==================== block 1
**src/rtl/mult_div_unit.sv**
```systemverilog
// mult_div_unit: iterative 32-bit multiply/divide unit with HI/LO registers.
// Runs MULT/MULTU (radix-2 shift-add) and DIV/DIVU (restoring division).
// Every op takes 33 edges from the start edge to the HI/LO update.
// MTHI/MTLO writes are accepted only while idle.
// Ports:
//   clock, reset           clock; asynchronous active-high reset
//   start, op[1:0]         launch op (00 MULT, 01 MULTU, 10 DIV, 11 DIVU)
//   srcA, srcB             operands, captured on the accepting edge
//   writeHi/writeLo/Data   MTHI / MTLO
//   hiQ, loQ               HI / LO result registers
//   busy, done, divByZero  status (done/divByZero are one-cycle pulses)
module mult_div_unit #(
  parameter int WIDTH = 32
) (
  input  logic             clock,
  input  logic             reset,
  input  logic             start,
  input  logic [1:0]       op,
  input  logic [WIDTH-1:0] srcA,
  input  logic [WIDTH-1:0] srcB,
  input  logic             writeHi,
  input  logic             writeLo,
  input  logic [WIDTH-1:0] writeData,
  output logic [WIDTH-1:0] hiQ,
  output logic [WIDTH-1:0] loQ,
  output logic             busy,
  output logic             done,
  output logic             divByZero
);
  localparam int CW = $clog2(WIDTH);

  typedef enum logic [1:0] {IDLE, CALC, FIX} state_t;

  state_t             state;
  logic               is_div, sign_a, sign_b;
  logic [WIDTH-1:0]   opa, opb, raw_a;
  logic [CW-1:0]      cnt;
  logic [2*WIDTH-1:0] acc;  // product, or {remainder, quotient}

  // Operand sign handling at the accepting edge (op[0]=0 means signed)
  logic             a_neg, b_neg;
  logic [WIDTH-1:0] mag_a, mag_b;
  assign a_neg = ~op[0] & srcA[WIDTH-1];
  assign b_neg = ~op[0] & srcB[WIDTH-1];
  assign mag_a = a_neg ? -srcA : srcA;
  assign mag_b = b_neg ? -srcB : srcB;

  // Multiply step: add multiplicand into the upper half, shift right.
  logic [WIDTH:0] mul_sum;
  assign mul_sum = {1'b0, acc[2*WIDTH-1:WIDTH]} + (opb[0] ? {1'b0, opa} : '0);

  // Divide step: shift next dividend bit into the 33-bit partial remainder
  // and try subtracting the divisor; the extra top bit is the borrow.
  logic [WIDTH:0]   div_shift;
  logic [WIDTH+1:0] div_diff;
  logic             div_ok;
  assign div_shift = {acc[2*WIDTH-1:WIDTH], opa[WIDTH-1]};
  assign div_diff  = {1'b0, div_shift} - {2'b0, opb};
  assign div_ok    = ~div_diff[WIDTH+1];

  // Sign correction applied in FIX
  logic [2*WIDTH-1:0] prod_fix;
  logic [WIDTH-1:0]   quo_fix, rem_fix;
  logic               dbz;
  assign prod_fix = (sign_a ^ sign_b) ? -acc : acc;
  assign quo_fix  = (sign_a ^ sign_b) ? -acc[WIDTH-1:0] : acc[WIDTH-1:0];
  assign rem_fix  = sign_a ? -acc[2*WIDTH-1:WIDTH] : acc[2*WIDTH-1:WIDTH];
  // opb is only shifted for multiplies, so it still holds the divisor here
  assign dbz      = is_div & (opb == '0);

  always_ff @(posedge clock or posedge reset) begin
    if (reset) begin
      state     <= IDLE;
      is_div    <= 1'b0;
      sign_a    <= 1'b0;
      sign_b    <= 1'b0;
      opa       <= '0;
      opb       <= '0;
      raw_a     <= '0;
      cnt       <= '0;
      acc       <= '0;
      hiQ       <= '0;
      loQ       <= '0;
      busy      <= 1'b0;
      done      <= 1'b0;
      divByZero <= 1'b0;
    end else begin
      done      <= 1'b0;
      divByZero <= 1'b0;
      case (state)
        IDLE: begin
          if (writeHi) hiQ <= writeData;
          if (writeLo) loQ <= writeData;
          if (start) begin
            state  <= CALC;
            busy   <= 1'b1;
            is_div <= op[1];
            sign_a <= a_neg;
            sign_b <= b_neg;
            opa    <= mag_a;
            opb    <= mag_b;
            raw_a  <= srcA;
            cnt    <= '0;
            acc    <= '0;
          end
        end
        CALC: begin
          if (is_div) begin
            acc[2*WIDTH-1:WIDTH] <= div_ok ? div_diff[WIDTH-1:0] : div_shift[WIDTH-1:0];
            acc[WIDTH-1:0]       <= {acc[WIDTH-2:0], div_ok};
            opa                  <= {opa[WIDTH-2:0], 1'b0};
          end else begin
            acc <= {mul_sum, acc[WIDTH-1:1]};
            opb <= opb >> 1;
          end
          cnt <= cnt + 1'b1;
          if (cnt == CW'(WIDTH-1)) state <= FIX;
        end
        FIX: begin
          state     <= IDLE;
          busy      <= 1'b0;
          done      <= 1'b1;
          divByZero <= dbz;
          if (dbz) begin
            hiQ <= raw_a;
            loQ <= '1;
          end else if (is_div) begin
            hiQ <= rem_fix;
            loQ <= quo_fix;
          end else begin
            hiQ <= prod_fix[2*WIDTH-1:WIDTH];
            loQ <= prod_fix[WIDTH-1:0];
          end
        end
        default: state <= IDLE;
      endcase
    end
  end
endmodule

```
**config.mk**
```make
export PLATFORM = sky130hd
export DESIGN_NAME = mult_div_unit
export DESIGN_NICKNAME = d
export VERILOG_FILES = /design/src/rtl/mult_div_unit.sv
export SDC_FILE = /design/constraint.sdc
export NUM_CORES = 1
export LEC_CHECK = 0
export CAP_MARGIN = 5
export CORE_MARGIN = 2
export CORE_UTILIZATION = 55
export DETAILED_ROUTE_END_ITERATION = 8
export PLACE_DENSITY = 0.77
export SLEW_MARGIN = 20
export SYNTH_ARGS = -nofsm -noshare
export SYNTH_HDL_FRONTEND = slang
export SYNTH_SLANG_ARGS = --single-unit
```
**constraint.sdc**
```tcl
create_clock -name clock -period 17.25 [get_ports clock]
set_input_delay 3.45 -clock clock [delete_from_list [all_inputs] [get_ports clock]]
set_output_delay 3.45 -clock clock [all_outputs]
set_load 0.01 [all_outputs]
```
==================== block 2
==> config.mk <==
export PLATFORM = sky130hd
export DESIGN_NAME = shared_mem_arbiter
export DESIGN_NICKNAME = d
export VERILOG_FILES = /design/src/rtl/shared_mem_arbiter.sv
export SDC_FILE = /design/constraint.sdc
export NUM_CORES = 1
export LEC_CHECK = 0
export CAP_MARGIN = 20
export CORE_AREA = 2 2 166 168
export CTS_BUF_LIST = sky130_fd_sc_hd__clkbuf_8
export CTS_CLUSTER_SIZE = 10
export DETAILED_ROUTE_END_ITERATION = 8
export DIE_AREA = 0 0 168 170
export GPL_TIMING_DRIVEN = 0
export PLACE_DENSITY = 0.72
export REMOVE_ABC_BUFFERS = 1
export SYNTH_ARGS = -nofsm -noshare
export SYNTH_HDL_FRONTEND = slang
export SYNTH_SLANG_ARGS = --single-unit
==> constraint.sdc <==
create_clock -name clk -period 1.8 [get_ports clk]
set_input_delay 0.27 -clock clk [delete_from_list [all_inputs] [get_ports clk]]
set_output_delay 0.27 -clock clk [all_outputs]
set_load 0.03 [all_outputs]
==> src/rtl/shared_mem_arbiter.sv <==
// Round-robin arbiter sharing one BRAM port among NREQ requesters.
// Ports: clk/reset_n, req/we/be/addr/din per requester, gnt/rvalid/rdata back,
// mem_* to BRAM; optional grant_cnt_o/stats_clr_i (SHARED_MEM_ARB_STATS_EN).
module shared_mem_arbiter #(
  parameter int NREQ       = 4,
  parameter int AW         = 32,
  parameter int DW         = 32,
  parameter int RD_LATENCY = 2
) (
  input  logic                   clk,
  input  logic                   reset_n,
  input  logic [NREQ-1:0]        req_i,
  input  logic [NREQ-1:0]        we_i,
  input  logic [NREQ*DW/8-1:0]   be_i,
  input  logic [NREQ*AW-1:0]     addr_i,
  input  logic [NREQ*DW-1:0]     din_i,
  output logic [NREQ-1:0]        gnt_o,
  output logic [NREQ-1:0]        rvalid_o,
  output logic [DW-1:0]          rdata_o,
  output logic                   mem_en_o,
  output logic [DW/8-1:0]        mem_we_o,
  output logic [AW-1:0]          mem_addr_o,
  output logic [DW-1:0]          mem_din_o,
`ifdef SHARED_MEM_ARB_STATS_EN
  input  logic                   stats_clr_i,
  output logic [NREQ*16-1:0]     grant_cnt_o,
`endif
  input  logic [DW-1:0]          mem_dout_i
);

  localparam int BW = DW / 8;
  localparam int PW = (NREQ > 1) ? $clog2(NREQ) : 1;
  localparam int L  = RD_LATENCY;

  logic [NREQ-1:0] gnt_q;
  logic [NREQ-1:0] rvalid_q;
  logic [DW-1:0]   rdata_q;
  logic            en_q;
  logic [BW-1:0]   we_q;
  logic [AW-1:0]   addr_q;
  logic [DW-1:0]   din_q;
  logic [PW-1:0]   ptr_q;
  logic            rd_q;
  logic [PW-1:0]   own_q;

  // Read-return pipe: owner of each in-flight read, aligned to BRAM latency
  logic [L-1:0]    pv_q;
  logic [PW-1:0]   po_q [L];

  logic [NREQ-1:0] elig;
  logic            win_vld;
  logic [PW-1:0]   win_idx;
  logic [AW-1:0]   sel_addr;
  logic [DW-1:0]   sel_din;
  logic [BW-1:0]   sel_be;
  logic            sel_we;

  // A requester holding gnt this cycle is masked so one
  // transaction is never granted twice.
  always_comb begin
    int j;
    j       = 0;
    elig    = req_i & ~gnt_q;
    win_vld = 1'b0;
    win_idx = '0;
    for (int i = 1; i <= NREQ; i++) begin
      j = int'(ptr_q) + i;
      if (j >= NREQ) j = j - NREQ;
      if (!win_vld && elig[j]) begin
        win_vld = 1'b1;
        win_idx = PW'(j);
      end
    end
  end

  always_comb begin
    sel_addr = addr_i[int'(win_idx)*AW +: AW];
    sel_din  = din_i[int'(win_idx)*DW +: DW];
    sel_be   = be_i[int'(win_idx)*BW +: BW];
    sel_we   = we_i[win_idx];
  end

  always_ff @(posedge clk or negedge reset_n) begin
    if (!reset_n) begin
      gnt_q  <= '0;
      en_q   <= 1'b0;
      we_q   <= '0;
      addr_q <= '0;
      din_q  <= '0;
      ptr_q  <= PW'(NREQ - 1);
      rd_q   <= 1'b0;
      own_q  <= '0;
    end else begin
      gnt_q <= '0;
      en_q  <= win_vld;
      we_q  <= '0;
      rd_q  <= 1'b0;
      if (win_vld) begin
        gnt_q[win_idx] <= 1'b1;
        ptr_q  <= win_idx;
        addr_q <= sel_addr;
        din_q  <= sel_din;
        own_q  <= win_idx;
        if (sel_we) we_q <= sel_be;
        else        rd_q <= 1'b1;
      end
    end
  end

  always_ff @(posedge clk or negedge reset_n) begin
    if (!reset_n) begin
      pv_q     <= '0;
      for (int i = 0; i < L; i++) po_q[i] <= '0;
      rvalid_q <= '0;
      rdata_q  <= '0;
    end else begin
      pv_q[0] <= rd_q;
      po_q[0] <= own_q;
      for (int i = 1; i < L; i++) begin
        pv_q[i] <= pv_q[i-1];
        po_q[i] <= po_q[i-1];
      end
      rvalid_q <= '0;
      if (pv_q[L-1]) begin
        rvalid_q[po_q[L-1]] <= 1'b1;
        rdata_q <= mem_dout_i;
      end
    end
  end

  assign gnt_o      = gnt_q;
  assign rvalid_o   = rvalid_q;
  assign rdata_o    = rdata_q;
  assign mem_en_o   = en_q;
  assign mem_we_o   = we_q;
  assign mem_addr_o = addr_q;
  assign mem_din_o  = din_q;

`ifdef SHARED_MEM_ARB_STATS_EN
  logic [15:0] cnt_q [NREQ];

  // Clear takes precedence over a same-cycle grant
  always_ff @(posedge clk or negedge reset_n) begin
    if (!reset_n) begin
      for (int k = 0; k < NREQ; k++) cnt_q[k] <= '0;
    end else begin
      for (int k = 0; k < NREQ; k++) begin
        if (stats_clr_i)
          cnt_q[k] <= '0;
        else if (gnt_q[k] && cnt_q[k] != 16'hFFFF)
          cnt_q[k] <= cnt_q[k] + 16'd1;
      end
    end
  end

  always_comb begin
    grant_cnt_o = '0;
    for (int k = 0; k < NREQ; k++)
      grant_cnt_o[k*16 +: 16] = cnt_q[k];
  end
`endif

endmodule
==================== block 3
--- src/rtl/decode_issue_pkg.sv ---
// rtl/decode_issue_pkg.sv - shared risc16 decode definitions
// Opcodes, field positions and register-usage decode shared by reg_file, ALU and decode_issue.
package decode_issue_pkg;

   localparam int NREGS = 8;
   localparam int SEL_W = 3;
   localparam int IMM_W = 8;

   localparam int OPC_MSB  = 15;
   localparam int OPC_LSB  = 12;
   localparam int RD_MSB   = 11;
   localparam int RD_LSB   = 9;
   localparam int FLAG_BIT = 8;
   localparam int RA_MSB   = 7;
   localparam int RA_LSB   = 5;
   localparam int RB_MSB   = 4;
   localparam int RB_LSB   = 2;

   localparam logic [3:0] OP_ADD    = 4'h0;
   localparam logic [3:0] OP_SUB    = 4'h1;
   localparam logic [3:0] OP_OR     = 4'h2;
   localparam logic [3:0] OP_XOR    = 4'h3;
   localparam logic [3:0] OP_AND    = 4'h4;
   localparam logic [3:0] OP_NOT    = 4'h5;
   localparam logic [3:0] OP_LOAD   = 4'h8;
   localparam logic [3:0] OP_CMP    = 4'h9;
   localparam logic [3:0] OP_SHL    = 4'hA;
   localparam logic [3:0] OP_SHR    = 4'hB;
   localparam logic [3:0] OP_JUMP   = 4'hC;
   localparam logic [3:0] OP_JUMPEQ = 4'hD;
   localparam logic [3:0] OP_MEM    = 4'hE;

   typedef struct packed {
      logic rd_a;
      logic rd_b;
      logic wr_d;
   } reg_use_t;

   // Opcodes not listed (0110, 0111, 1111) are NOPs: no reads, no write.
   function automatic reg_use_t reg_use(input logic [3:0] op, input logic flag);
      reg_use_t u;
      u = '0;
      case (op)
         OP_ADD, OP_SUB, OP_OR, OP_XOR, OP_AND,
         OP_CMP, OP_SHL, OP_SHR: begin u.rd_a = 1'b1; u.rd_b = 1'b1; u.wr_d = 1'b1; end
         OP_NOT:    begin u.rd_a = 1'b1; u.wr_d = 1'b1; end
         OP_LOAD:   u.wr_d = 1'b1;
         OP_JUMP:   u.rd_a = 1'b1;
         OP_JUMPEQ: begin u.rd_a = 1'b1; u.rd_b = 1'b1; end
         OP_MEM:    begin u.rd_a = 1'b1; u.rd_b = flag; u.wr_d = ~flag; end
         default:   u = '0;
      endcase
      return u;
   endfunction

endpackage

--- src/rtl/decode_issue_scoreboard8.sv ---
// rtl/decode_issue_scoreboard8.sv - pending-write scoreboard for decode_issue
// One bit per register; set on issue, cleared by writeback or flush of the held writer.
module scoreboard8
   import decode_issue_pkg::*;
(
   input  logic             clk_i,
   input  logic             rst_n_i,
   input  logic             set_i,
   input  logic [SEL_W-1:0] set_sel_i,
   input  logic             clr_i,
   input  logic [SEL_W-1:0] clr_sel_i,
   input  logic             fclr_i,
   input  logic [SEL_W-1:0] fclr_sel_i,
   input  logic [SEL_W-1:0] rd_a_sel_i,
   input  logic [SEL_W-1:0] rd_b_sel_i,
   input  logic [SEL_W-1:0] rd_d_sel_i,
   output logic             busy_a_o,
   output logic             busy_b_o,
   output logic             busy_d_o,
   output logic             err_o
);

   logic [NREGS-1:0] pend_q, pend_d;
   logic             err_q, err_d;

   // Set is applied last so it wins over a same-cycle clear of the same bit.
   always_comb begin
      pend_d = pend_q;
      if (clr_i)  pend_d[clr_sel_i]  = 1'b0;
      if (fclr_i) pend_d[fclr_sel_i] = 1'b0;
      if (set_i)  pend_d[set_sel_i]  = 1'b1;
      err_d = err_q | (clr_i & ~pend_q[clr_sel_i]);
   end

   always_ff @(posedge clk_i or negedge rst_n_i) begin
      if (!rst_n_i) begin
         pend_q <= '0;
         err_q  <= 1'b0;
      end else begin
         pend_q <= pend_d;
         err_q  <= err_d;
      end
   end

   assign busy_a_o = pend_q[rd_a_sel_i];
   assign busy_b_o = pend_q[rd_b_sel_i];
   assign busy_d_o = pend_q[rd_d_sel_i];
   assign err_o    = err_q;

endmodule

--- src/rtl/decode_issue.sv ---
// rtl/decode_issue.sv - risc16 decode/issue stage with scoreboard stall
// Single output register feeding reg_file; stalls on any pending source or destination.
module decode_issue
   import decode_issue_pkg::*;
(
   input  logic        I_CLK,
   input  logic        I_RST_N,
   input  logic        I_INSTR_VALID,
   input  logic [15:0] I_INSTR,
   output logic        O_INSTR_READY,
   input  logic        I_READY,
   input  logic        I_WB_VALID,
   input  logic [2:0]  I_WB_SELD,
   input  logic        I_FLUSH,
   output logic        O_VALID,
   output logic        O_EN,
   output logic [2:0]  O_SELA,
   output logic [2:0]  O_SELB,
   output logic [2:0]  O_SELD,
   output logic        O_REGWE,
   output logic [3:0]  O_ALUOP,
   output logic        O_FLAG,
   output logic [15:0] O_IMM,
   output logic        O_SB_ERR
);

   logic [3:0]       dec_op;
   logic [SEL_W-1:0] dec_ra, dec_rb, dec_rd;
   logic             dec_flag;
   reg_use_t         dec_use;
   logic             busy_a, busy_b, busy_d, hazard, ready, accept;

   logic             valid_q, valid_d, regwe_q, regwe_d, flag_q, flag_d;
   logic [SEL_W-1:0] sela_q, sela_d, selb_q, selb_d, seld_q, seld_d;
   logic [3:0]       aluop_q, aluop_d;
   logic [15:0]      imm_q, imm_d;

   assign dec_op   = I_INSTR[OPC_MSB:OPC_LSB];
   assign dec_rd   = I_INSTR[RD_MSB:RD_LSB];
   assign dec_flag = I_INSTR[FLAG_BIT];
   assign dec_ra   = I_INSTR[RA_MSB:RA_LSB];
   assign dec_rb   = I_INSTR[RB_MSB:RB_LSB];
   assign dec_use  = reg_use(dec_op, dec_flag);

   assign hazard = (dec_use.rd_a & busy_a) | (dec_use.rd_b & busy_b) | (dec_use.wr_d & busy_d);
   assign ready  = ~I_FLUSH & ~hazard & (~valid_q | I_READY);
   assign accept = I_INSTR_VALID & ready;

   scoreboard8 u_sb (
      .clk_i      (I_CLK),
      .rst_n_i    (I_RST_N),
      .set_i      (accept & dec_use.wr_d),
      .set_sel_i  (dec_rd),
      .clr_i      (I_WB_VALID),
      .clr_sel_i  (I_WB_SELD),
      .fclr_i     (I_FLUSH & valid_q & regwe_q),
      .fclr_sel_i (seld_q),
      .rd_a_sel_i (dec_ra),
      .rd_b_sel_i (dec_rb),
      .rd_d_sel_i (dec_rd),
      .busy_a_o   (busy_a),
      .busy_b_o   (busy_b),
      .busy_d_o   (busy_d),
      .err_o      (O_SB_ERR)
   );

   // Fields hold their last values after a drain or flush; only accept reloads them.
   always_comb begin
      valid_d = valid_q;
      sela_d  = sela_q;
      selb_d  = selb_q;
      seld_d  = seld_q;
      regwe_d = regwe_q;
      aluop_d = aluop_q;
      flag_d  = flag_q;
      imm_d   = imm_q;
      if (I_FLUSH) begin
         valid_d = 1'b0;
      end else if (accept) begin
         valid_d = 1'b1;
         sela_d  = dec_ra;
         selb_d  = dec_rb;
         seld_d  = dec_rd;
         regwe_d = dec_use.wr_d;
         aluop_d = dec_op;
         flag_d  = dec_flag;
         imm_d   = {{(16-IMM_W){1'b0}}, I_INSTR[IMM_W-1:0]};
      end else if (valid_q && I_READY) begin
         valid_d = 1'b0;
      end
   end

   always_ff @(posedge I_CLK or negedge I_RST_N) begin
      if (!I_RST_N) begin
         valid_q <= 1'b0;
         sela_q  <= '0;
         selb_q  <= '0;
         seld_q  <= '0;
         regwe_q <= 1'b0;
         aluop_q <= '0;
         flag_q  <= 1'b0;
         imm_q   <= '0;
      end else begin
         valid_q <= valid_d;
         sela_q  <= sela_d;
         selb_q  <= selb_d;
         seld_q  <= seld_d;
         regwe_q <= regwe_d;
         aluop_q <= aluop_d;
         flag_q  <= flag_d;
         imm_q   <= imm_d;
      end
   end

   assign O_INSTR_READY = ready;
   assign O_VALID       = valid_q;
   assign O_EN          = valid_q;
   assign O_SELA        = sela_q;
   assign O_SELB        = selb_q;
   assign O_SELD        = seld_q;
   assign O_REGWE       = regwe_q;
   assign O_ALUOP       = aluop_q;
   assign O_FLAG        = flag_q;
   assign O_IMM         = imm_q;

endmodule

--- config.mk ---
export PLATFORM = sky130hd
export DESIGN_NAME = decode_issue
export DESIGN_NICKNAME = d
export VERILOG_FILES = /design/src/rtl/decode_issue_pkg.sv /design/src/rtl/decode_issue_scoreboard8.sv /design/src/rtl/decode_issue.sv
export SDC_FILE = /design/constraint.sdc
export NUM_CORES = 1
export LEC_CHECK = 0
export CORE_UTILIZATION = 41
export DETAILED_ROUTE_END_ITERATION = 10
export PLACE_DENSITY = 0.76
export REMOVE_ABC_BUFFERS = 1
export SETUP_SLACK_MARGIN = 0.1
export SLEW_MARGIN = 20
export SYNTH_ARGS = -nofsm -noshare
export SYNTH_HDL_FRONTEND = slang
export SYNTH_SLANG_ARGS = --single-unit
--- constraint.sdc ---
create_clock -name I_CLK -period 1.9 [get_ports I_CLK]
set_clock_uncertainty 0.2 [all_clocks]
set_input_delay 0.285 -clock I_CLK [delete_from_list [all_inputs] [get_ports I_CLK]]
set_output_delay 0.285 -clock I_CLK [all_outputs]
set_load 0.01 [all_outputs]
### Signal metal coverage by tile, block 1

The bar under the picture is 50 um long. The die is cut into 36 by 36 equal tiles; dark purple is low, yellow is high, scaled to the fullest tile. Values are wire area over tile area, all layers added.
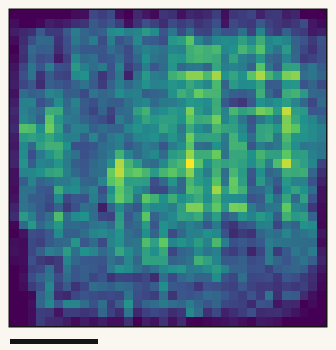
densest ninth of the die: middle
mean over tiles: 0.29
tiles over half the peak: 22%
fullest tile: 0.82
nearly empty tiles: 3.5%
via count: 16,787
mean routed wirelength per cell: 21.5 um
final WL: 57,300 um

### Placed cells, one colour a class, block 1

The bar under the picture is 50 um long.
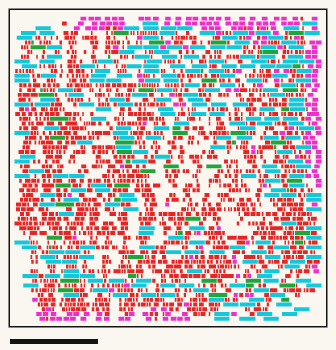
| colour | class | cells | share of their area |
|---|---|---|---|
| cyan | flops | 237 | 30% |
| magenta | other buffers and delay cells | 193 | 9.6% |
| green | clock drivers and dummy loads | 54 | 5.4% |
| red | all other logic | 1,787 | 55% |
CORE AREA: 0.0306 mm2
Design Area, Final: 0.0201 mm2
fin util: 65.7%

==> impl_metrics.py, block 1 <==
# Flow results
metrics = {
    "status": {
        "outcome": "finished, final reports clean",
    },
    "drt": {
        "drt-met1-wl_um": 23000,
        "route.met2.wl_um": 27400,
    },
    "finish": {
        "mostFrequentLayoutCell": "nand2_1",
        "fillers": 2630,
        "signal_buffers": 193,
        "comb_cells": 1728,
        "seq_area_share_pct": 29.5,
    },
    "placed_design": {
        "place.gp.congestion": 0.948,
        "port_buffers": 169,
    },
    "pwr": {
        "powerDensity_mw_per_mm2": 215,
        "p_comb_share_pct": 57.3,
        "power_w": 0.00432,
        "p_int_w": 0.00226,
    },
    "grt": {
        "met1_usage_pct": 45.5,
        "grt_max_degree": 118,
    },
    "logic_synthesis": {
        "synth_area_leader_cell": "dfrtp_1",
        "synth_cells": 2160,
        "syn_area_mm2": 0.0171,
        "yosysWarnings": 0,
        "synth-edff-count": 0,
        "top_cell": "nand2_1",
        "mux_share_pct": 3.17,
        "ys_chip_area_mm2": 0.0171,
        "area_leaders": "dfrtp_1 35%, o21ai_0 7.6%, nand2_1 7.2%, a21oi_1 5.9%, ha_1 5.2%",
        "top_logic_kind": "AND-OR/OR-AND gates",
    },
    "clock_network": {
        "clock_latency_ns": 0.56,
    },
    "floorplan": {
        "dieWidth_um": 180,
    },
    "worst_setup_path": {
        "path_class": "in2reg",
        "crit_fanout": 6,
        "crit_buf_inv": 1,
        "crit_path_start": "srcA[2]",
        "worstPathCellList": "clkdlybuf4s50_1, or4_1, nor4_1, nand3_1, or3_1, nor3_1, a21oi_1, xor2_1, nor2_1, o21ai_0",
        "crit_slowest_cell": "nor4_1",
        "critPathTopFamily": "simple AND/OR/NAND/NOR gates",
    },
    "final_timing": {
        "finalCritPeriodShare_pct": 36.3,
        "tightest_slew_ns": 1.06,
        "finalSetupTns_ns": 0,
    },
}
[block 1: logic make-up (layout without fill, tap and decap cells)]
group,count (synthesis),count (layout)
simple gates,731,731
compound gates,702,702
buf+inv,195,306
mux,54,54
fa+ha+maj,73,73
xor+xnor,168,168
flops,237,237
[block 1: worst register-to-register path, stage by stage, from the launching register on]
cell,delay [ns]
dfrtp_2,0.35
buf_4,0.67
clkinv_1,0.65
nor4_1,0.31
nand4_1,0.20
nor4_2,0.74
nand2_1,0.58
o22ai_1,0.36
nor3_1,0.08
a21oi_1,0.14
o31ai_1,0.08
[block 1: stage by stage]
stage          hold slack, ns  instance area [um2]  setup WS [ns]  instances  util (%)
6_report                0.477                20100          11.00       2667      65.7
5_1_grt                 0.494                20100          10.77       2667      65.7
4_1_cts                 0.477                20100          11.05       2666      65.6
3_5_place_dp            0.462                19000          10.49       2612      62.1
3_3_place_gp            0.458                19000          10.50       2612      62.1
2_1_floorplan           0.440                17100           7.30       2160         -
[block 1: flip-flops by register name (all words and copies together), names as in the netlist]
signal	cells
loQ	32
cnt	5
opa	32
opb	32
hiQ	32
is_div	1
sign_a	1
busy	1
sign_b	1
raw_a	32
divByZero	1
done	1
state	2
acc	64
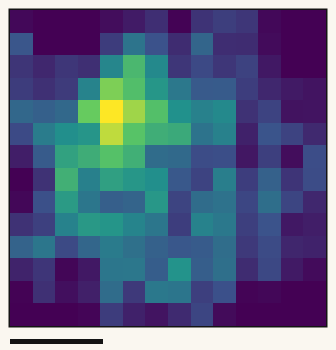
*Signal metal coverage by tile, block 3*
The bar under the picture is 20 um long. The die is cut into 14 by 14 equal tiles; dark purple is low, yellow is high, scaled to the fullest tile. Values are wire area over tile area, all layers added.
emptiest ninth of the die: top right
mean over tiles: 0.16
tiles over half the peak: 13%
fullest tile: 0.63
densest ninth of the die: middle
via count: 1,522
GRT Util Overall: 20.1%
final WL: 4590 um
mean routed wirelength per cell: 16.2 um

### Drive-strength map, block 3

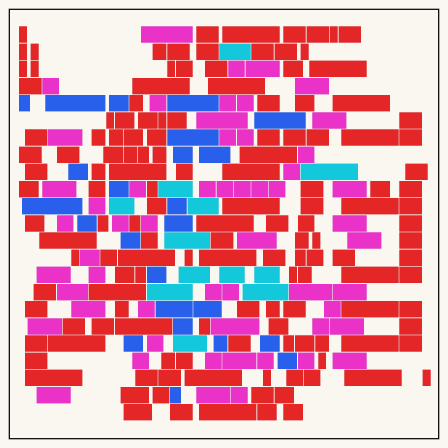
| colour | size | cells | share |
|---|---|---|---|
| magenta | drive 3 to 4 | 55 | 24% |
| blue | drive 2 | 24 | 10% |
| cyan | drive 6 and up | 12 | 5.1% |
| red | drive 1 or less | 143 | 61% |
final worst slack: -0.357 ns
bufs w/o clock: 91

==> impl_metrics.py, block 3 <==
# Flow results
metrics = {
    "worst_setup_path": {
        "r2r_cells": 7,
        "crit_path_start": "u_sb.pend_q[4]",
        "endpoint": "O_ALUOP[1]",
        "end_kind": "flip-flop",
    },
    "finish": {
        "comb_share_pct": 38.8,
        "seq_area_um2": 678,
    },
    "status": {
        "outcome": "finished, violations left",
        "violations": "setup timing",
    },
    "drt": {
        "antenna_left": 0,
        "drt-met1-wl_um": 1850,
        "first_pass_iters": 4,
        "drt-initial-drc-count": 87,
        "avgViaCountPerCell": 5.36,
    },
    "final_timing": {
        "finalCriticalPeriod_ns": 2.26,
        "setup_violations": 27,
        "worst_slack_ns": -0.357,
    },
    "placed_design": {
        "port_buffers": 51,
    },
    "logic_synthesis": {
        "mux_share_pct": 24.6,
        "yosysWarnings": 0,
        "top_logic_kind": "multiplexers",
    },
}
## block 3: metrics by stage
stage,area (um2),util [%],setup WS [ns],hold slack (ns),total power [W]
2_1_floorplan,1620,-,-0.0994,-0.211,0.00128
3_3_place_gp,2420,59.2,-1.03,0.241,0.00186
3_5_place_dp,2420,59.2,-1.06,0.253,0.00188
4_1_cts,2600,63.6,-0.352,0.183,0.00229
5_1_grt,2730,66.8,-0.439,0.222,0.00251
6_report,2730,66.8,-0.357,0.170,0.00239
## block 3: where the power goes
| part | total [W] | switching (W) | internal, W |
|---|---|---|---|
| clock network | 0.000348 | 0.000197 | 0.000151 |
| registers | 0.000857 | 0.000128 | 0.000729 |
| logic | 0.00118 | 0.000435 | 0.000747 |
## block 3: flip-flops by register name, indices dropped and copies added (netlist names)
signal and flops:
u_sb.pend_q 8, O_ALUOP 4, O_IMM 3, O_SELA 3
O_SELD 3, O_SELB 2, O_EN 1, O_FLAG 1
O_REGWE 1, u_sb.err_o 1
## block 3: worst max-delay path, cell delays in order (launching register included)
cell and delay [ns]:
dfrtp_1 0.43, mux2i_1 0.08, mux4_2 0.48, o21bai_4 0.20, buf_6 0.13, nand3_4 0.16, clkbuf_16 0.18, mux2_4 0.29
### Signal metal coverage by tile, block 2

The bar under the picture is 50 um long. The die is cut into 34 by 34 equal tiles; dark purple is low, yellow is high, scaled to the fullest tile. Values are wire area over tile area, all layers added.
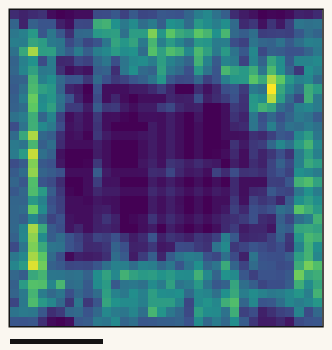
mean over tiles: 0.19
fullest tile: 0.68
nearly empty tiles: 6.7%
emptiest ninth of the die: middle
tiles over half the peak: 15%
final WL: 34,200 um
mean routed wirelength per cell: 23.1 um
GRT Util Overall: 22.8%

==> impl_metrics.py, block 2 <==
# Flow results
metrics = {
    "status": {
        "outcome": "finished, violations left",
        "violations": "setup timing",
    },
    "finish": {
        "drive_gt1_share_pct": 26.3,
        "clock_area_share_pct": 2.72,
        "fillers": 2323,
        "seq_area_mm2": 0.00301,
        "mostFrequentLayoutCell": "clkdlybuf4s50_1",
        "syn_to_final_growth_pct": 102,
        "diodes": 0,
    },
    "logic_synthesis": {
        "synthDistinctLibCells": 37,
        "ys_chip_area_mm2": 0.00687,
        "synthArstFlopShare_pct": 100,
        "yosysWarnings": 0,
        "top_cells_by_count": "129 x and3_1, 118 x dfrtp_1, 89 x a211oi_1",
        "synth_cells": 676,
        "synth-edff-count": 0,
    },
    "worst_setup_path": {
        "r2r_end": "mem_din_o[20]",
        "crit_cells": 8,
        "critPathTopFamily": "buffers and inverters",
        "worstPathCellList": "clkdlybuf4s50_1, or3b_4, buf_6, o311a_4, o32a_4, buf_16, a211oi_4, o31ai_1",
        "crit_path_start": "req_i[3]",
    },
    "final_timing": {
        "tightest_slew_ns": 0.683,
        "finalCriticalPeriod_ns": 2.15,
        "finalCritPeriodShare_pct": 120,
        "worst_slack_ns": -0.353,
        "setup_violations": 72,
    },
    "clock_network": {
        "cts-htree-levels": 4,
        "cts_root_buf": "clkbuf_8",
    },
    "grt": {
        "grt_pass1_wl_um": 48700,
        "grt_overflow_total": 0,
        "busiest_layer": "met2",
    },
    "pwr": {
        "power_w": 0.0264,
    },
    "placed_design": {
        "dpl.hpwl_um": 20000,
    },
    "drt": {
        "num_vias": 7720,
        "drt-met1-wl_um": 13500,
    },
    "floorplan": {
        "core-area_mm2": 0.0267,
        "dieWidth_um": 168,
        "tapCellCount": 341,
    },
}
==> block 2: metrics by stage <==
stage	instances	setup TNS [ns]	setup slack (ns)	hold slack [ns]
after global placement	1362	-1177.54	-9.88	0.332
after CTS	1474	-17.87	-0.311	0.344
final	1485	-20.32	-0.353	0.345
after detailed placement	1386	-95.75	-1.60	0.300
after global routing	1485	-23.62	-0.388	0.360
after floorplan	599	-368.58	-5.62	-0.0256
==> block 2: where the power goes <==
group	switching [W]	internal (W)	leakage [nW]
logic	0.0100	0.00903	4.44
registers	0.000755	0.00411	1.42
clock network	0.00137	0.00113	0.188
total	0.0121	0.0143	6.05
==> block 2: kinds of logic after synthesis <==
family | after synthesis | synth area share, %
muxes | 34 | 5.54
buffers and inverters | 80 | 5.67
AOI/OAI and AO/OA | 203 | 25.7
DFF | 120 | 43.8
and+or+nand+nor | 239 | 19.3
==> block 2: what timing repair did <==
action | 4_1_cts | 5_1_grt
gates resized | 146 | 99
endpoints found under the hold margin | 58 | 0
setup buffers | 33 | 8
hold buffers | 1 | 0
pin swaps | 70 | 24
cloned | 22 | 4
setup endpoints to repair | 98 | 128

==================== block 4
### Routing congestion map, block 4

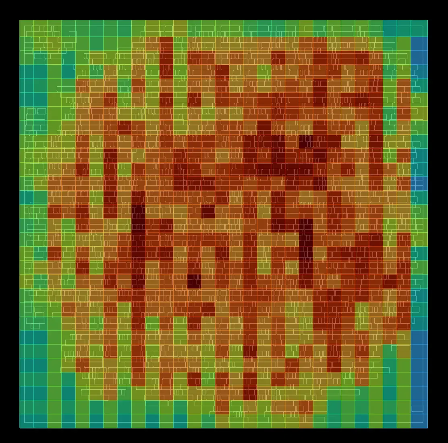

[src/rtl/multi_queue_dispatch_if.sv]
// rtl/multi_queue_dispatch_if.sv - decode, execution-queue and CDB signals of the dispatch stage
interface multi_queue_dispatch_if #(
    parameter int NUM_Q  = 4,
    parameter int TAG_W  = 6,
    parameter int INST_W = 32
);
    logic              in_valid;
    logic [INST_W-1:0] in_inst;
    logic [NUM_Q-1:0]  in_qsel;
    logic              in_ready;
    logic [NUM_Q-1:0]  q_valid;
    logic [NUM_Q-1:0]  q_ready;
    logic [INST_W-1:0] q_inst;
    logic [TAG_W-1:0]  q_tag;
    logic              cdb_valid;
    logic [TAG_W-1:0]  cdb_tag;

    modport master (
        output in_valid, in_inst, in_qsel, q_ready, cdb_valid, cdb_tag,
        input  in_ready, q_valid, q_inst, q_tag
    );

    modport slave (
        input  in_valid, in_inst, in_qsel, q_ready, cdb_valid, cdb_tag,
        output in_ready, q_valid, q_inst, q_tag
    );
endinterface

[src/rtl/multi_queue_dispatch.sv]
// rtl/multi_queue_dispatch.sv - tagging dispatch stage with free-tag pool and one-entry hold register
module multi_queue_dispatch #(
    parameter int NUM_Q  = 4,
    parameter int TAG_W  = 6,
    parameter int INST_W = 32
) (
    input  logic                  clk,
    input  logic                  rst,
    multi_queue_dispatch_if.slave bus,
    input  logic                  flush,
    output logic [TAG_W:0]        tag_count,
    output logic                  tag_overflow
);
    localparam int             D    = 1 << TAG_W;
    localparam logic [TAG_W:0] FULL = (TAG_W+1)'(D);

    logic [TAG_W-1:0]  pool [D];
    logic [TAG_W-1:0]  rd_ptr;
    logic [TAG_W-1:0]  wr_ptr;
    logic [TAG_W:0]    count;

    logic              hold_valid;
    logic              hold_nop;
    logic [NUM_Q-1:0]  hold_sel;
    logic [INST_W-1:0] hold_inst;
    logic [TAG_W-1:0]  hold_tag;

    logic              fire;
    logic              in_ready;
    logic              accept;
    logic              in_nop;
    logic              pop;
    logic [NUM_Q-1:0]  in_sel;
    logic              push_ret;
    logic              ret_ok;
    logic              cdb_ok;
    logic [TAG_W:0]    cnt_after_ret;
    logic [TAG_W-1:0]  cdb_addr;

    // Handshake, selection decode and push arbitration (flush return has priority over CDB)
    always_comb begin
        fire          = hold_valid & ~hold_nop & (|(hold_sel & bus.q_ready)) & ~flush;
        in_ready      = ~flush & (count != '0) & (~hold_valid | fire | hold_nop);
        accept        = bus.in_valid & in_ready;
        in_nop        = ~(|bus.in_qsel);
        pop           = accept & ~in_nop;
        // isolate the lowest set bit so multi-hot selects collapse to one queue
        in_sel        = bus.in_qsel & (~bus.in_qsel + NUM_Q'(1));
        push_ret      = flush & hold_valid & ~hold_nop;
        ret_ok        = push_ret & (count != FULL);
        cnt_after_ret = count + (TAG_W+1)'(ret_ok);
        cdb_ok        = bus.cdb_valid & (cnt_after_ret != FULL);
        cdb_addr      = wr_ptr + TAG_W'(ret_ok);
    end

    assign bus.in_ready = in_ready;
    assign bus.q_valid  = {NUM_Q{hold_valid & ~hold_nop & ~flush}} & hold_sel;
    assign bus.q_inst   = hold_inst;
    assign bus.q_tag    = hold_tag;
    assign tag_count    = count;

    // Tag pool storage: identity contents at reset, returned tags appended at wr_ptr
    always_ff @(posedge clk or negedge rst) begin
        if (!rst) begin
            for (int i = 0; i < D; i++) pool[i] <= TAG_W'(i);
        end else begin
            if (ret_ok) pool[wr_ptr]   <= hold_tag;
            if (cdb_ok) pool[cdb_addr] <= bus.cdb_tag;
        end
    end

    // Pool pointers, occupancy and sticky overflow for pushes into a full pool
    always_ff @(posedge clk or negedge rst) begin
        if (!rst) begin
            rd_ptr       <= '0;
            wr_ptr       <= '0;
            count        <= FULL;
            tag_overflow <= 1'b0;
        end else begin
            rd_ptr <= rd_ptr + TAG_W'(pop);
            wr_ptr <= wr_ptr + TAG_W'(ret_ok) + TAG_W'(cdb_ok);
            count  <= count - (TAG_W+1)'(pop) + (TAG_W+1)'(ret_ok) + (TAG_W+1)'(cdb_ok);
            if ((push_ret & ~ret_ok) | (bus.cdb_valid & ~cdb_ok)) tag_overflow <= 1'b1;
        end
    end

    // Holding register: flush squashes, accept loads, delivery or a held NOP empties it
    always_ff @(posedge clk or negedge rst) begin
        if (!rst) begin
            hold_valid <= 1'b0;
            hold_nop   <= 1'b0;
            hold_sel   <= '0;
            hold_inst  <= '0;
            hold_tag   <= '0;
        end else if (flush) begin
            hold_valid <= 1'b0;
        end else if (accept) begin
            hold_valid <= 1'b1;
            hold_nop   <= in_nop;
            hold_sel   <= in_sel;
            hold_inst  <= bus.in_inst;
            if (!in_nop) hold_tag <= pool[rd_ptr];
        end else if (fire | hold_nop) begin
            hold_valid <= 1'b0;
        end
    end
endmodule

[src/flat_wrapper.sv]
// flat-port wrapper written by rule: the top's interface ports become plain ports
module multi_queue_dispatch_flat 
#(
    parameter int NUM_Q  = 4,
    parameter int TAG_W  = 6,
    parameter int INST_W = 32
)
  (clk, rst, flush, tag_count, tag_overflow, bus_in_valid, bus_in_inst, bus_in_qsel, bus_q_ready, bus_cdb_valid, bus_cdb_tag, bus_in_ready, bus_q_valid, bus_q_inst, bus_q_tag);
  multi_queue_dispatch_if #(.NUM_Q(NUM_Q), .TAG_W(TAG_W), .INST_W(INST_W)) bus_i ();
  input  logic clk;
  input  logic rst;
  input  logic flush;
  output logic [TAG_W:0] tag_count;
  output logic tag_overflow;
  input wire logic [$bits(bus_i.in_valid)-1:0] bus_in_valid;
  input wire logic [$bits(bus_i.in_inst)-1:0] bus_in_inst;
  input wire logic [$bits(bus_i.in_qsel)-1:0] bus_in_qsel;
  input wire logic [$bits(bus_i.q_ready)-1:0] bus_q_ready;
  input wire logic [$bits(bus_i.cdb_valid)-1:0] bus_cdb_valid;
  input wire logic [$bits(bus_i.cdb_tag)-1:0] bus_cdb_tag;
  output wire logic [$bits(bus_i.in_ready)-1:0] bus_in_ready;
  output wire logic [$bits(bus_i.q_valid)-1:0] bus_q_valid;
  output wire logic [$bits(bus_i.q_inst)-1:0] bus_q_inst;
  output wire logic [$bits(bus_i.q_tag)-1:0] bus_q_tag;
  assign bus_i.in_valid = bus_in_valid;
  assign bus_i.in_inst = bus_in_inst;
  assign bus_i.in_qsel = bus_in_qsel;
  assign bus_i.q_ready = bus_q_ready;
  assign bus_i.cdb_valid = bus_cdb_valid;
  assign bus_i.cdb_tag = bus_cdb_tag;
  assign bus_in_ready = bus_i.in_ready;
  assign bus_q_valid = bus_i.q_valid;
  assign bus_q_inst = bus_i.q_inst;
  assign bus_q_tag = bus_i.q_tag;
  multi_queue_dispatch #(.NUM_Q(NUM_Q), .TAG_W(TAG_W), .INST_W(INST_W)) u_core (.clk(clk), .rst(rst), .bus(bus_i), .flush(flush), .tag_count(tag_count), .tag_overflow(tag_overflow));
endmodule
[config.mk]
export PLATFORM = sky130hd
export DESIGN_NAME = multi_queue_dispatch_flat
export DESIGN_NICKNAME = d
export VERILOG_FILES = /design/src/rtl/multi_queue_dispatch_if.sv /design/src/rtl/multi_queue_dispatch.sv /design/src/flat_wrapper.sv
export SDC_FILE = /design/constraint.sdc
export NUM_CORES = 1
export LEC_CHECK = 0
export CAP_MARGIN = 20
export CORE_MARGIN = 2
export CORE_UTILIZATION = 64
export DETAILED_ROUTE_END_ITERATION = 16
export PLACE_DENSITY = 0.83
export SYNTH_ARGS = -nofsm -noshare
export SYNTH_HDL_FRONTEND = slang
export SYNTH_SLANG_ARGS = --single-unit
[constraint.sdc]
create_clock -name clk -period 9.9 [get_ports clk]
set_input_delay 1.485 -clock clk [delete_from_list [all_inputs] [get_ports clk]]
set_output_delay 1.485 -clock clk [all_outputs]
set_load 0.01 [all_outputs]
==================== block 5
`src/rtl/simple_processor_pkg.sv`:
```
// +----------------------------------------------------------------------------+
// | Module      : simple_processor_pkg                                         |
// | Description : Shared types and constants for the simple processor datapath.|
// | Revision    : 1.1 - issue unit state type and instruction field offsets    |
// +----------------------------------------------------------------------------+
`default_nettype none

package simple_processor_pkg;

  localparam int DATA_WIDTH     = 32;
  localparam int REG_ADDR_WIDTH = 5;
  localparam int INSTR_WIDTH    = 32;

  // Logic instruction field offsets
  localparam int FUNC_LSB = 0;
  localparam int RD_LSB   = 2;
  localparam int RS1_LSB  = 7;
  localparam int RS2_LSB  = 12;
  localparam int RSVD_LSB = 17;

  typedef enum logic [1:0] {
    FUNC_AND = 2'd0,
    FUNC_OR  = 2'd1,
    FUNC_XOR = 2'd2,
    FUNC_NOT = 2'd3
  } func_t;

  typedef enum logic [1:0] {
    ISSUE_IDLE   = 2'd0,
    ISSUE_DECODE = 2'd1,
    ISSUE_EXEC   = 2'd2,
    ISSUE_WB     = 2'd3
  } issue_state_t;

endpackage

`default_nettype wire

```
`src/rtl/gate_issue_unit.sv`:
```
// +----------------------------------------------------------------------------+
// | Module      : gate_issue_unit                                              |
// | Description : Four-state issue controller feeding alu_gate from a register |
// |               file: decode, operand read, execute, write back.             |
// | Revision    : 1.0 - initial release                                        |
// +----------------------------------------------------------------------------+
`default_nettype none

module gate_issue_unit #(
  parameter int DATA_WIDTH     = simple_processor_pkg::DATA_WIDTH,
  parameter int REG_ADDR_WIDTH = simple_processor_pkg::REG_ADDR_WIDTH
) (
  input  logic                        clk_i,
  input  logic                        arst_i,
  input  logic [31:0]                 instr_i,
  input  logic                        instr_valid_i,
  output logic                        instr_ready_o,
  output logic [REG_ADDR_WIDTH-1:0]   rs1_addr_o,
  output logic [REG_ADDR_WIDTH-1:0]   rs2_addr_o,
  input  logic [DATA_WIDTH-1:0]       rs1_rdata_i,
  input  logic [DATA_WIDTH-1:0]       rs2_rdata_i,
  output logic [DATA_WIDTH-1:0]       alu_rs1_o,
  output logic [DATA_WIDTH-1:0]       alu_rs2_o,
  output simple_processor_pkg::func_t alu_func_o,
  input  logic [DATA_WIDTH-1:0]       alu_rd_i,
  output logic                        rd_we_o,
  output logic [REG_ADDR_WIDTH-1:0]   rd_addr_o,
  output logic [DATA_WIDTH-1:0]       rd_wdata_o,
  output logic                        done_o,
  output logic                        illegal_o,
  output logic [31:0]                 retire_cnt_o
);

  import simple_processor_pkg::*;

  issue_state_t              r_state;
  logic [31:0]               r_instr;
  logic [DATA_WIDTH-1:0]     r_op1;
  logic [DATA_WIDTH-1:0]     r_op2;
  func_t                     r_func;
  logic [DATA_WIDTH-1:0]     r_result;
  logic [REG_ADDR_WIDTH-1:0] r_rd;
  logic [31:0]               r_retire_cnt;

  logic                      w_rsvd_nz;
  logic                      w_illegal;
  logic                      w_wb;

  assign w_rsvd_nz = |r_instr[31:RSVD_LSB];
  assign w_illegal = (r_state == ISSUE_DECODE) && w_rsvd_nz;
  assign w_wb      = (r_state == ISSUE_WB);

  // Every visible datapath output comes from a register so it holds between instructions
  assign rs1_addr_o    = r_instr[RS1_LSB +: REG_ADDR_WIDTH];
  assign rs2_addr_o    = r_instr[RS2_LSB +: REG_ADDR_WIDTH];
  assign alu_rs1_o     = r_op1;
  assign alu_rs2_o     = r_op2;
  assign alu_func_o    = r_func;
  assign rd_addr_o     = r_rd;
  assign rd_wdata_o    = r_result;
  assign retire_cnt_o  = r_retire_cnt;

  assign instr_ready_o = (r_state == ISSUE_IDLE) && !arst_i;
  assign rd_we_o       = w_wb && (r_rd != '0);
  assign done_o        = w_wb || w_illegal;
  assign illegal_o     = w_illegal;

  always_ff @(posedge clk_i or posedge arst_i) begin
    if (arst_i) begin
      r_state      <= ISSUE_IDLE;
      r_instr      <= '0;
      r_op1        <= '0;
      r_op2        <= '0;
      r_func       <= FUNC_AND;
      r_result     <= '0;
      r_rd         <= '0;
      r_retire_cnt <= '0;
    end else begin
      case (r_state)
        ISSUE_IDLE: begin
          if (instr_valid_i) begin
            r_instr <= instr_i;
            r_state <= ISSUE_DECODE;
          end
        end
        ISSUE_DECODE: begin
          r_op1  <= rs1_rdata_i;
          r_op2  <= rs2_rdata_i;
          r_func <= func_t'(r_instr[FUNC_LSB +: 2]);
          if (w_rsvd_nz) begin
            r_retire_cnt <= r_retire_cnt + 32'd1;
            r_state      <= ISSUE_IDLE;
          end else begin
            r_state <= ISSUE_EXEC;
          end
        end
        ISSUE_EXEC: begin
          r_result <= alu_rd_i;
          r_rd     <= r_instr[RD_LSB +: REG_ADDR_WIDTH];
          r_state  <= ISSUE_WB;
        end
        ISSUE_WB: begin
          r_retire_cnt <= r_retire_cnt + 32'd1;
          r_state      <= ISSUE_IDLE;
        end
        default: r_state <= ISSUE_IDLE;
      endcase
    end
  end

endmodule

`default_nettype wire

```
`config.mk`:
```
export PLATFORM = sky130hd
export DESIGN_NAME = gate_issue_unit
export DESIGN_NICKNAME = d
export VERILOG_FILES = /design/src/rtl/simple_processor_pkg.sv /design/src/rtl/gate_issue_unit.sv
export SDC_FILE = /design/constraint.sdc
export NUM_CORES = 1
export LEC_CHECK = 0
export CORE_ASPECT_RATIO = 0.6
export CORE_MARGIN = 5
export CORE_UTILIZATION = 48
export CTS_BUF_LIST = sky130_fd_sc_hd__clkbuf_4
export DETAILED_ROUTE_END_ITERATION = 8
export PLACE_DENSITY = 0.89
export SETUP_SLACK_MARGIN = 0.2
export SLEW_MARGIN = 25
export SYNTH_ARGS = -nofsm -noshare
export SYNTH_HDL_FRONTEND = slang
export SYNTH_SLANG_ARGS = --single-unit
```
`constraint.sdc`:
```
create_clock -name clk_i -period 17 [get_ports clk_i]
set_clock_uncertainty 0.15 [all_clocks]
set_input_delay 3.4 -clock clk_i [delete_from_list [all_inputs] [get_ports clk_i]]
set_output_delay 3.4 -clock clk_i [all_outputs]
set_load 0.05 [all_outputs]
```

==> layout pictures side by side <==
Signal metal coverage by tile.
shot_01.png
The bar under the picture is 50 um long. The die is cut into 32 by 20 equal tiles; dark purple is low, yellow is high, scaled to the fullest tile. Values are wire area over tile area, all layers added.
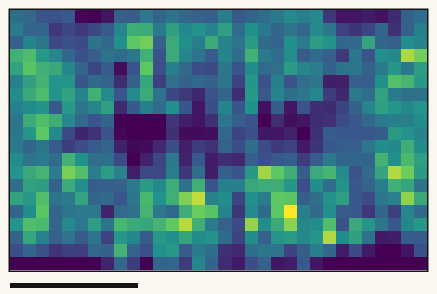
shot_02.png
The bar under the picture is 50 um long. The die is cut into 20 by 20 equal tiles; dark purple is low, yellow is high, scaled to the fullest tile. Values are wire area over tile area, all layers added.
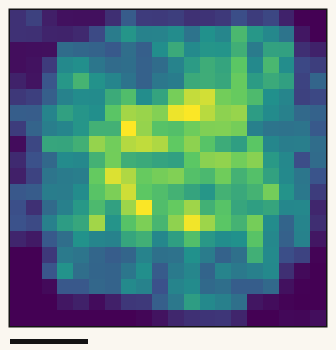
- shot_01.png = block 5
- shot_02.png = block 4
- largest die: shot_02.png

Key to shot_01.png:
mean over tiles: 0.17
densest ninth of the die: bottom middle
emptiest ninth of the die: middle
tiles over half the peak: 23%
nearly empty tiles: 4.8%

### Routing congestion map, block 5

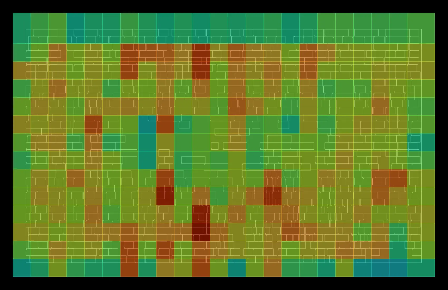
met2 Resource Use GR: 35.7%
GRT Util Overall: 20.9%
met3 global-route usage: 8.54%

### Placed cells, one colour a class, block 5

The bar under the picture is 50 um long.
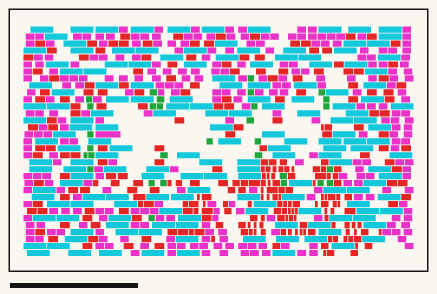
| colour | class | cells | share of their area |
|---|---|---|---|
| green | clock drivers and dummy loads | 30 | 2.4% |
| magenta | other buffers and delay cells | 284 | 30% |
| cyan | flops | 169 | 44% |
| red | all other logic | 256 | 24% |
fin util: 72.1%
CORE AREA: 0.0137 mm2

==> impl_metrics.py, block 5 <==
# Flow results
metrics = {
    "finish": {
        "fillers": 918,
        "buf_share_pct": 28.9,
        "drive_gt1_share_pct": 24.5,
        "comb_cells": 250,
        "syn_to_final_growth_pct": 47.2,
        "final_area_mm2": 0.00985,
        "clkbuf_count": 18,
    },
    "final_timing": {
        "finalCriticalPeriod_ns": 8.44,
        "worst_slack_ns": 8.56,
        "hold_viol": 0,
        "whs_ns": 0.341,
    },
    "logic_synthesis": {
        "ys_seq_share_pct": 63.2,
        "synth_cells": 456,
        "syn-num-nets": 588,
        "synth_adder_area_share_pct": 0.187,
        "ff_type": "dfrtp_1",
        "yosysWarnings": 0,
        "top_logic_kind": "multiplexers",
        "ys_chip_area_mm2": 0.00669,
    },
    "pwr": {
        "leakagePower_nw": 4.20,
        "powerDensity_mw_per_mm2": 101,
        "power_w": 0.000994,
        "p_switching_w": 0.000362,
        "seq_cell_power_w": 0.000478,
        "p_comb_w": 0.000314,
        "p_int_w": 0.000632,
    },
    "floorplan": {
        "chip_area_mm2": 0.0165,
        "rows": 33,
        "die_y_um": 101,
        "initCoreUtil_pct": 49.0,
    },
    "clock_network": {
        "cts-htree-levels": 4,
        "ctsResizeCount": 0,
        "post_cts.repair.setup_buffers": 0,
        "clock_path_buffers": 2,
        "cts.clk_slew.worst_paths_ns": 0.14,
    },
    "worst_setup_path": {
        "r2r_cells": 5,
        "r2r_slack_ns": 14.67,
    },
    "drt": {
        "wire_per_inst_um": 18.6,
        "num_vias": 4565,
    },
    "worst_hold_path": {
        "hold_class": "reg2reg",
    },
    "run": {
        "tool_warnings": 28,
    },
    "placed_design": {
        "dpl.hpwl_um": 13100,
    },
    "status": {
        "outcome": "finished, final reports clean",
    },
    "grt": {
        "antenna_found_initial": 0,
    },
}
==> block 5: routing by layer <==
metal / track usage, % / up-vias
li1: - / 2124
met1: 25.3 / 2256
met2: 35.7 / 169
met3: 8.54 / 16
met4: 4.94 / 0
met5: 0 / -
==> block 5: worst max path at each step <==
stage | from | end | cells after the start
after CTS | arst_i | instr_ready_o | 3
after global routing | arst_i | instr_ready_o | 3
after floorplan | arst_i | asynchronous set/reset pin | 1
after detailed placement | arst_i | instr_ready_o | 3
after global placement | arst_i | instr_ready_o | 3
final | arst_i | instr_ready_o | 3
==> block 5: synthesized netlist by cell type (2+ instances only) <==
master	instances	area, um2
nand3_1	13	65.1
xor2_1	14	123
nand2_1	14	52.6
nand4_1	9	56.3
and3_1	3	18.8
buf_4	10	75.1
dfrtp_1	169	4230
nor2b_1	2	12.5
o21ai_2	2	17.5
mux2_2	135	1520
nor2_1	12	45.0
buf_2	15	75.1
clkbuf_1	5	18.8
nor4_2	2	25.0
nor3_1	12	60.1
nor4_1	5	31.3
xnor2_1	17	149
inv_1	6	22.5
==> block 5: worst max-delay path: stages <==
cell,delay [ns]
clkdlybuf4s50_1,0.49
nor3_1,0.16
clkdlybuf4s50_1,0.84
### Drive-strength map, block 4

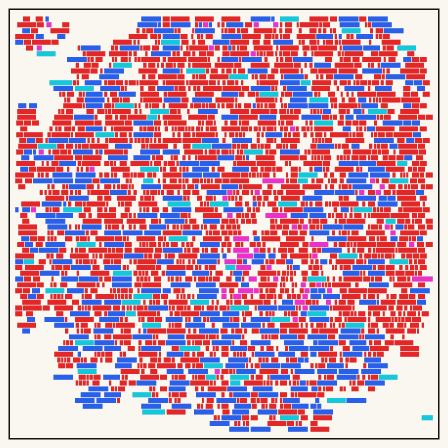
| colour | size | cells | share | most used |
|---|---|---|---|---|
| cyan | drive 6 and up | 65 | 2.7% | clkbuf_16 |
| red | drive 1 or less | 1,899 | 79% | mux2i_1 |
| blue | drive 2 | 377 | 16% | dfstp_2 |
| magenta | drive 3 to 4 | 53 | 2.2% | buf_4 |
Area Growth Syn to Fin: 10.6%
Design Area, Final: 0.0276 mm2
final worst slack: 3.75 ns

About 'Routing congestion map' of block 4:
GRT Util Overall: 34.5%
mean routed wirelength per cell: 24.0 um
busiest grt layer: met2
met2 Resource Use GR: 55.0%
met1 Use GR: 44.2%

==> impl_metrics.py, block 4 <==
# Flow results
metrics = {
    "worst_setup_path": {
        "critPathTopFamily": "AND-OR/OR-AND gates",
        "cp.required_ns": 10.40,
    },
    "logic_synthesis": {
        "top_cell": "mux2i_1",
        "ys_chip_area_mm2": 0.0250,
    },
    "finish": {
        "clkbuf_count": 71,
        "largest_reg_flops": 384,
        "diodes": 0,
    },
    "pwr": {
        "pg_clk_w": 0.00181,
        "top_power_group": "registers",
    },
    "grt": {
        "grt_max_degree": 111,
        "grt_pass1_vias": 19629,
    },
    "status": {
        "outcome": "finished, final reports clean",
    },
    "final_timing": {
        "max_freq_ghz": 0.163,
        "finalSetupTns_ns": 0,
        "rsz0062_at_grt": "no",
    },
    "clock_network": {
        "cts.clk_slew.worst_paths_ns": 0.06,
    },
    "drt": {
        "drcViolationCount": 0,
    },
    "placed_design": {
        "place_ws_ns": 3.32,
    },
    "floorplan": {
        "chip_area_mm2": 0.0406,
    },
}
-- block 4: cell usage in the layout, fill, tap and decap left out, types with 7 or more instances in the layout --
master | Yosys | final
o21ai_1 | 72 | 72
clkinv_2 | 0 | 10
clkbuf_1 | 137 | 11
nand2_1 | 226 | 226
xnor2_1 | 15 | 15
buf_4 | 11 | 37
o21ai_0 | 79 | 79
dfstp_2 | 193 | 193
mux4_2 | 85 | 85
a21oi_1 | 249 | 249
inv_1 | 15 | 15
clkbuf_8 | 0 | 11
dfrtp_1 | 255 | 247
clkdlybuf4s50_1 | 0 | 94
and3_1 | 17 | 17
clkbuf_16 | 0 | 49
nand3_1 | 53 | 52
mux2i_1 | 398 | 398
nor2_1 | 268 | 268
and2_1 | 10 | 10
a21oi_2 | 7 | 7
mux2_2 | 47 | 47
a22oi_1 | 32 | 32
a31oi_1 | 8 | 8
nor4_1 | 10 | 10
ha_1 | 20 | 20
nor2b_1 | 7 | 7
-- block 4: routing by layer --
metal  wire, um  up-vias  global-route usage (%)
met3       6900      251                    7.84
met5         15        -                       0
li1           -     8424                       -
met2      32700     1114                    55.0
met4       3810        2                    18.6
met1      26400     9579                    44.2


==> layout pictures side by side <==
Routing congestion map.
(a)
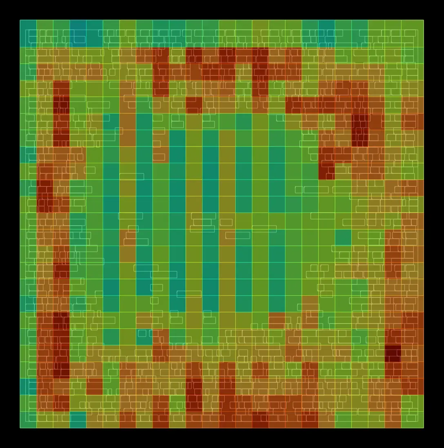
(b)
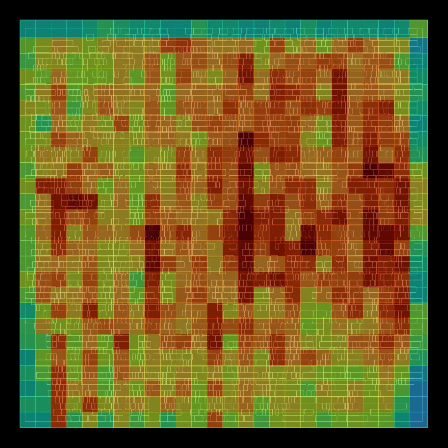
(c)
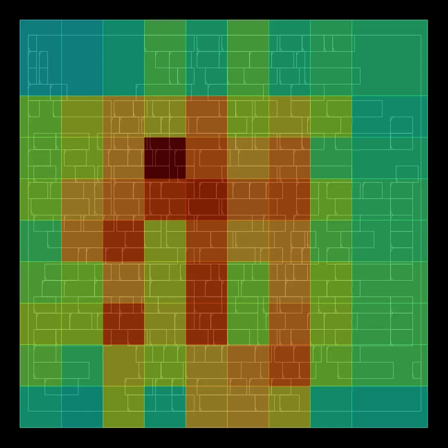
- highest track usage: (b)
| picture | from |
|---|---|
| (c) | block 3 |
| (a) | block 2 |
| (b) | block 1 |

Power and IR drop assume default switching activity.
